=== design 1 ===
Figure 1. Cell area per tile (design 1).
Drawn at 3 px/um. The die is cut into 13 by 13 equal tiles; dark blue is low, red is high, 0 to 100% covered.
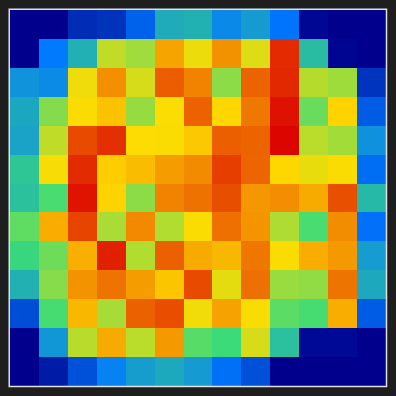

**src/rtl/regfile_writeback_ctrl.sv**
```systemverilog
// Register-file writeback controller: FIFO-buffered write requests drained one per
// cycle, plus a zero-fill sequencer. Optional macro: REGFILE_WB_ZERO_FILTER_EN.
module regfile_writeback_ctrl #(
   parameter int WIDTH    = 32,
   parameter int SELECTOR = 5,
   parameter int DEPTH    = 4,
   localparam int PW      = $clog2(DEPTH + 1),
   localparam int PTR_W   = $clog2(DEPTH)
) (
   input  logic                clk,
   input  logic                rst,
   input  logic                req_valid_i,
   output logic                req_ready_o,
   input  logic [SELECTOR-1:0] req_addr_i,
   input  logic [WIDTH-1:0]    req_data_i,
   input  logic                clear_start_i,
   output logic                busy_o,
   output logic [PW-1:0]       pending_o,
   output logic                Reg_Write_o,
   output logic [SELECTOR-1:0] Write_Register_o,
   output logic [WIDTH-1:0]    Write_Data_o
);

   typedef enum logic {IDLE, CLEAR} state_t;

`ifdef REGFILE_WB_ZERO_FILTER_EN
   localparam logic [SELECTOR-1:0] CLR_FIRST = SELECTOR'(1);
`else
   localparam logic [SELECTOR-1:0] CLR_FIRST = '0;
`endif

   state_t              state;
   logic                clear_pending;
   logic [SELECTOR-1:0] clr_addr;

   logic [SELECTOR-1:0] fifo_addr [DEPTH];
   logic [WIDTH-1:0]    fifo_data [DEPTH];
   logic [PTR_W-1:0]    wr_ptr, rd_ptr;
   logic [PW-1:0]       count;
   logic                accept, push, pop;

   assign req_ready_o = (count < PW'(DEPTH)) && (state == IDLE) && !clear_pending;
   assign accept      = req_valid_i && req_ready_o;
`ifdef REGFILE_WB_ZERO_FILTER_EN
   // Address-0 writes complete the handshake but are dropped.
   assign push        = accept && (req_addr_i != '0);
`else
   assign push        = accept;
`endif
   assign pop         = (state == IDLE) && (count != '0);

   assign pending_o   = count;
   // Reg_Write_o is included so busy covers the final write cycle itself.
   assign busy_o      = (count != '0) || clear_pending || (state == CLEAR) || Reg_Write_o;

   // DEPTH is a power of two, so pointer overflow is the modulo wrap.
   always_ff @(posedge clk or posedge rst) begin
      if (rst) begin
         wr_ptr <= '0;
         rd_ptr <= '0;
         count  <= '0;
      end else begin
         if (push) wr_ptr <= wr_ptr + 1'b1;
         if (pop)  rd_ptr <= rd_ptr + 1'b1;
         case ({push, pop})
            2'b10:   count <= count + 1'b1;
            2'b01:   count <= count - 1'b1;
            default: count <= count;
         endcase
      end
   end

   always_ff @(posedge clk) begin
      if (push) begin
         fifo_addr[wr_ptr] <= req_addr_i;
         fifo_data[wr_ptr] <= req_data_i;
      end
   end

   always_ff @(posedge clk or posedge rst) begin
      if (rst) begin
         state            <= IDLE;
         clear_pending    <= 1'b0;
         clr_addr         <= '0;
         Reg_Write_o      <= 1'b0;
         Write_Register_o <= '0;
         Write_Data_o     <= '0;
      end else begin
         Reg_Write_o <= 1'b0;
         case (state)
            IDLE: begin
               if (clear_start_i && !clear_pending)
                  clear_pending <= 1'b1;
               if (count != '0) begin
                  Reg_Write_o      <= 1'b1;
                  Write_Register_o <= fifo_addr[rd_ptr];
                  Write_Data_o     <= fifo_data[rd_ptr];
               end else if (clear_pending) begin
                  state         <= CLEAR;
                  clear_pending <= 1'b0;
                  clr_addr      <= CLR_FIRST;
               end
            end
            CLEAR: begin
               Reg_Write_o      <= 1'b1;
               Write_Register_o <= clr_addr;
               Write_Data_o     <= '0;
               clr_addr         <= clr_addr + 1'b1;
               if (clr_addr == '1)
                  state <= IDLE;
            end
            default: state <= IDLE;
         endcase
      end
   end

endmodule

```
**config.mk**
```make
export PLATFORM = sky130hd
export DESIGN_NAME = regfile_writeback_ctrl
export DESIGN_NICKNAME = d
export VERILOG_FILES = /design/src/rtl/regfile_writeback_ctrl.sv
export SDC_FILE = /design/constraint.sdc
export NUM_CORES = 1
export LEC_CHECK = 0
export ABC_AREA = 1
export ABC_CLOCK_PERIOD_IN_PS = 4100
export CAP_MARGIN = 20
export CORE_MARGIN = 3
export CORE_UTILIZATION = 55
export CTS_CLUSTER_DIAMETER = 120
export DETAILED_ROUTE_END_ITERATION = 7
export PLACE_DENSITY = 0.78
export SYNTH_ARGS = -nofsm -noshare
export SYNTH_HDL_FRONTEND = slang
export SYNTH_SLANG_ARGS = --single-unit
```
**constraint.sdc**
```tcl
create_clock -name clk -period 4.1 [get_ports clk]
set_input_delay 0.82 -clock clk [delete_from_list [all_inputs] [get_ports clk]]
set_output_delay 0.82 -clock clk [all_outputs]
set_load 0.005 [all_outputs]
```
=== design 2 ===
**config.mk**
```make
export PLATFORM = sky130hd
export DESIGN_NAME = stream_demux4
export DESIGN_NICKNAME = d
export VERILOG_FILES = /design/src/rtl/stream_demux_pkg.sv /design/src/rtl/demux_slot.sv /design/src/rtl/stream_demux4.sv
export SDC_FILE = /design/constraint.sdc
export NUM_CORES = 1
export LEC_CHECK = 0
export ABC_AREA = 0
export CAP_MARGIN = 25
export CORE_MARGIN = 10
export CORE_UTILIZATION = 40
export DETAILED_ROUTE_END_ITERATION = 7
export HOLD_SLACK_MARGIN = 0.12
export PLACE_DENSITY = 0.6
export SLEW_MARGIN = 40
export SYNTH_ARGS = -nofsm -noshare
export SYNTH_HDL_FRONTEND = slang
export SYNTH_SLANG_ARGS = --single-unit
export TNS_END_PERCENT = 30
```
**constraint.sdc**
```tcl
create_clock -name clk -period 2.38 [get_ports clk]
set_clock_uncertainty 0.1 [all_clocks]
set_input_delay 0.357 -clock clk [delete_from_list [all_inputs] [get_ports clk]]
set_output_delay 0.357 -clock clk [all_outputs]
set_load 0.02 [all_outputs]
```
**src/rtl/stream_demux_pkg.sv**
```systemverilog
// Shared sizing constants and the push-decoder helper for the 1-to-4 stream demultiplexer.
package stream_demux_pkg;

    localparam int NUM_OUT    = 4;
    localparam int SEL_W      = 2;
    localparam int SLOT_DEPTH = 2;
    localparam int PTR_W      = 1;
    localparam int CNT_W      = 2;

    function automatic logic [NUM_OUT-1:0] onehot_sel(input logic [SEL_W-1:0] sel);
        logic [NUM_OUT-1:0] one;
        one = NUM_OUT'(1);
        return one << sel;
    endfunction

endpackage

```
**src/rtl/demux_slot.sv**
```systemverilog
// Two-entry ring FIFO holding the beats queued for one demultiplexer output.
module demux_slot
    import stream_demux_pkg::*;
#(
    parameter int BITS = 16
) (
    input  logic            clk,
    input  logic            rst,
    input  logic            push,
    input  logic [BITS-1:0] din,
    input  logic            pop,
    output logic [BITS-1:0] dout,
    output logic            valid,
    output logic            full
);

    logic [BITS-1:0]  storage_q [SLOT_DEPTH];
    logic [PTR_W-1:0] wr_ptr_q;
    logic [PTR_W-1:0] rd_ptr_q;
    logic [CNT_W-1:0] count_q;
    logic [CNT_W-1:0] count_d;
    logic             do_push;
    logic             do_pop;

    // Guard locally too, so a slot can never overrun or underrun on its own.
    assign do_push = push & ~full;
    assign do_pop  = pop & valid;

    assign valid = (count_q != '0);
    assign full  = (count_q == CNT_W'(SLOT_DEPTH));
    assign dout  = storage_q[rd_ptr_q];

    // NOTE: every always_comb output gets a default first so no latch is inferred.
    always_comb begin
        count_d = count_q;
        case ({do_push, do_pop})
            2'b10:   count_d = count_q + CNT_W'(1);
            2'b01:   count_d = count_q - CNT_W'(1);
            default: count_d = count_q;
        endcase
    end

    // NOTE: sequential state uses non-blocking assignments so all registers update together.
    always_ff @(posedge clk) begin
        if (rst) begin
            // NOTE: storage is reset as well because out1..out4 must read zero after reset.
            for (int i = 0; i < SLOT_DEPTH; i++) storage_q[i] <= '0;
            wr_ptr_q <= '0;
            rd_ptr_q <= '0;
            count_q  <= '0;
        end else begin
            if (do_push) begin
                storage_q[wr_ptr_q] <= din;
                wr_ptr_q            <= wr_ptr_q + PTR_W'(1);
            end
            if (do_pop) rd_ptr_q <= rd_ptr_q + PTR_W'(1);
            count_q <= count_d;
        end
    end

endmodule

```
**src/rtl/stream_demux4.sv**
```systemverilog
// 1-to-4 valid/ready stream demultiplexer: each beat is steered by select into a per-output 2-entry slot.
module stream_demux4
    import stream_demux_pkg::*;
#(
    parameter int BITS = 16
) (
    input  logic               clk,
    input  logic               rst,
    input  logic [SEL_W-1:0]   select,
    input  logic [BITS-1:0]    in_data,
    input  logic               in_valid,
    output logic               in_ready,
    output logic [BITS-1:0]    out1,
    output logic [BITS-1:0]    out2,
    output logic [BITS-1:0]    out3,
    output logic [BITS-1:0]    out4,
    output logic [NUM_OUT-1:0] out_valid,
    input  logic [NUM_OUT-1:0] out_ready
);

    logic [NUM_OUT-1:0] full;
    logic [NUM_OUT-1:0] push;
    logic [BITS-1:0]    dout [NUM_OUT];

    // Ready depends only on the targeted slot's registered fill level, never on a same-cycle pop.
    assign in_ready = ~full[select];
    assign push     = (in_valid && in_ready) ? onehot_sel(select) : '0;

    for (genvar g = 0; g < NUM_OUT; g++) begin : g_slot
        demux_slot #(.BITS(BITS)) u_slot (
            .clk   (clk),
            .rst   (rst),
            .push  (push[g]),
            .din   (in_data),
            .pop   (out_ready[g]),
            .dout  (dout[g]),
            .valid (out_valid[g]),
            .full  (full[g])
        );
    end

    assign out1 = dout[0];
    assign out2 = dout[1];
    assign out3 = dout[2];
    assign out4 = dout[3];

endmodule

```

==> gallery <==
M1 wires.
panel A
Drawn at 3 px/um. Supply wires on this layer in grey. Cells faint in the background.
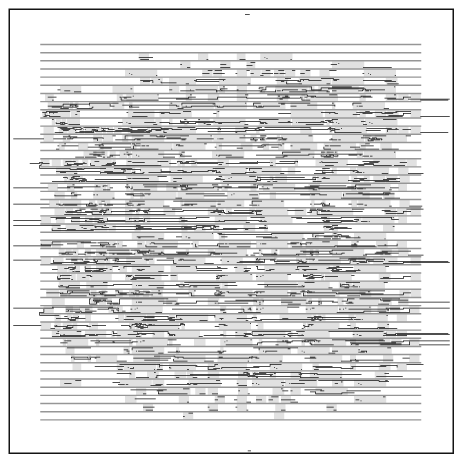
panel B
Drawn at 4 px/um. Supply wires on this layer in grey. Cells faint in the background.
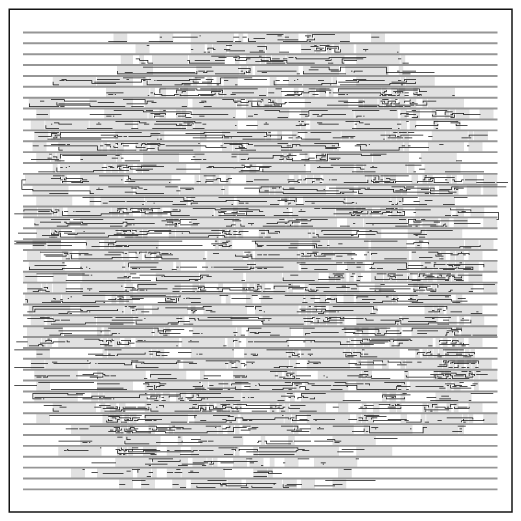
panel B -> design 1
panel A -> design 2
- largest die: panel A

Figure 2. Cell area per tile (design 2).
Drawn at 2 px/um. The die is cut into 15 by 15 equal tiles; dark blue is low, red is high, 0 to 100% covered.
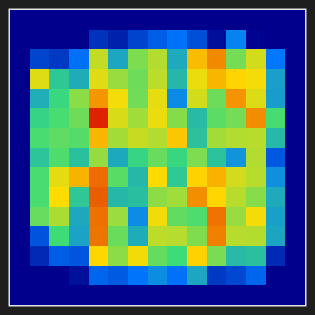
tiles over 75% full	11%
densest ninth of the die	middle
fullest tile	96%
mean over tiles	38%

==> flow_summary.ini, design 2 <==
; flow metrics
[run_status]
status = finished clean

[power_and_ir_drop]
power_leader = sequential cells
ir_drop_mv = 0.602

[timing]
rsz0062_at_grt = yes
period_minus_slack_ps = 2330
relSlewSlack_pct = 70.8

[grt]
grt_use_total_pct = 14.1

[critical_path]
worst-endpoint-required_ps = 1920
r2r_start = g_slot[0].u_slot.count_q[0]

[finish]
final_cell_mix = edfxtp_1 (128), clkdlybuf4s50_1 (78), nor2_1 (77)

[detailed_routing]
drt_iter0_drc = 147

[run]
warning_count = 27

[synthesis]
ys_top_logic_family = simple AND/OR/NAND/NOR gates
ff_type = edfxtp_1

[cts]
clockBufferDepth = 2
[design 2: metal layers]
layer	vias up	global-route usage, %	share of wire, %
li1	1907	-	-
met1	1966	15.5	41
met2	78	25.2	53
met3	14	4.52	4.6
met4	0	4.76	1.2
met5	-	0	0
[design 2: flip-flops by register name, summed over array words and instances (netlist names), named ones only]
name,flops
g_slot.u_slot.count_q,8
g_slot.u_slot.storage_q,128
g_slot.u_slot.rd_ptr_q,4
g_slot.u_slot.wr_ptr_q,4
[design 2: worst reg2reg max path, delay by kind of cell, from the launching register on]
kind	cells	cell delay, ps
DFF	1	430
and+or+nand+nor	3	790
adders and majority gates	1	200
AOI/OAI and AO/OA	1	140
xor gates and xnor gates	1	130
[design 2: cells in the mapped netlist, types with 5 or more instances]
cell | count | area [sq um]
clkbuf_1 | 15 | 56.3
or2_2 | 8 | 50.1
and2_1 | 65 | 407
nand2b_1 | 25 | 156
or3_1 | 6 | 37.5
dfxtp_1 | 20 | 400
xnor2_1 | 8 | 70.1
nor2_1 | 77 | 289
edfxtp_1 | 128 | 3840
a21oi_1 | 7 | 35.0
buf_4 | 5 | 37.5
mux2_2 | 65 | 732
buf_2 | 6 | 30.0
Figure 3. Placed standard cells (design 1).
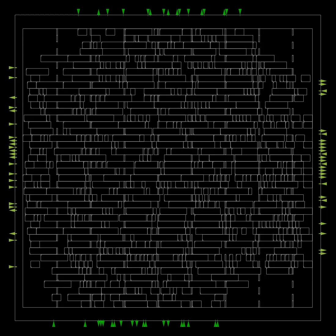
core area: 13,600 sq um
number of fill cells in the layout: 960

About Figure 1:
nearly empty tiles	10%
emptiest ninth of the die	bottom right
mean over tiles	58%
densest ninth of the die	middle
tiles over 75% full	39%
fullest tile	99%

==> flow_summary.ini, design 1 <==
; flow metrics
[finish]
logic_gates = 400
final-clk-cell-share_pct = 5.86
comb-cell-share_pct = 19.4
dominant-cell-class = registers
buffer_area_share_pct = 9.97
logic_area_sq_um = 1810

[critical_path]
cp-end-kind = primary output
cp-endpoint = busy_o
r2r_cells = 9

[placed_design]
place_worst_setup_slack_ps = 1260
portBuffers = 83
dpl_cell_area_sq_um = 8740

[run_status]
status = finished clean

[synthesis]
synth_top_cell_by_count = nand2_1
syn_area_sq_um = 7830
ys.flops = 200
avgSynthCellArea_sq_um = 12.0

[die]
nWellTaps = 176
fp_util_pct = 57.7
dieArea_sq_um = 15700
rows = 42

[timing]
fin_setup_tns_ps = 0
hold_violations = 0

[cts]
cts_resized = 0
numCtsBuffers = 17

[detailed_routing]
vias = 5004

[grt]
grt_use_total_pct = 20.9
top_usage_layer = met2

[min_path]
whs_endpoint = Write_Data_o[22]
hold_path_depth = 2
[design 1: where the power goes]
part           internal [uW]  leakage (uW)  switching [uW]
logic                    849       0.00144            1210
clock network            887      0.000265             680
registers               2540       0.00197             248
[design 1: critical path, cell delays in order, from the launching register on]
cell and delay, ps:
dfrtp_1 490, inv_4 130, nand2_1 100, or3_1 350, clkdlybuf4s50_1 450
[design 1: kinds of logic after synthesis]
logic type	Yosys count
multiplexers	1
AND/OR/NAND/NOR	377
adder cells (fa/ha/maj)	8
buffers and inverters	54
AND-OR/OR-AND	10
XOR/XNOR	4
flip-flops	200
[design 1: flip-flops by register name, indices dropped and copies added (netlist names), 2 cells and up]
signal	flops
Write_Data_o	32
Write_Register_o	5
clr_addr	5
fifo_addr	20
fifo_data	128
pending_o	3
rd_ptr	2
wr_ptr	2
[design 1: metrics by stage]
step	total power, uW	hold WS (ps)	util, %	cells
2_1_floorplan	4100	470	-	654
3_3_place_gp	4780	465	64.5	887
3_5_place_dp	4880	465	64.5	887
4_1_cts	6450	483	68.5	919
5_1_grt	6830	507	68.9	921
6_report	6410	481	68.9	921


## Gallery

I/O nets highlighted.
Drawn at 2 px/um.
Plate I
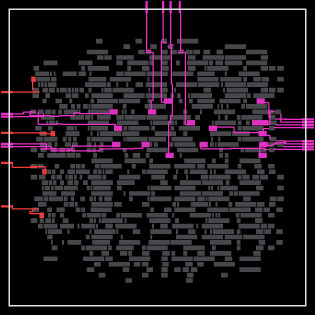
Plate II
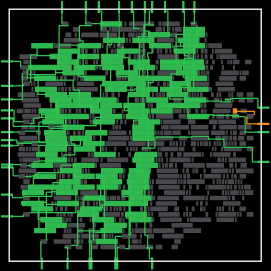
Of these, largest die: Plate I
Plate II comes from design 1.
Plate I comes from design 2.

Power and IR drop assume default switching activity.
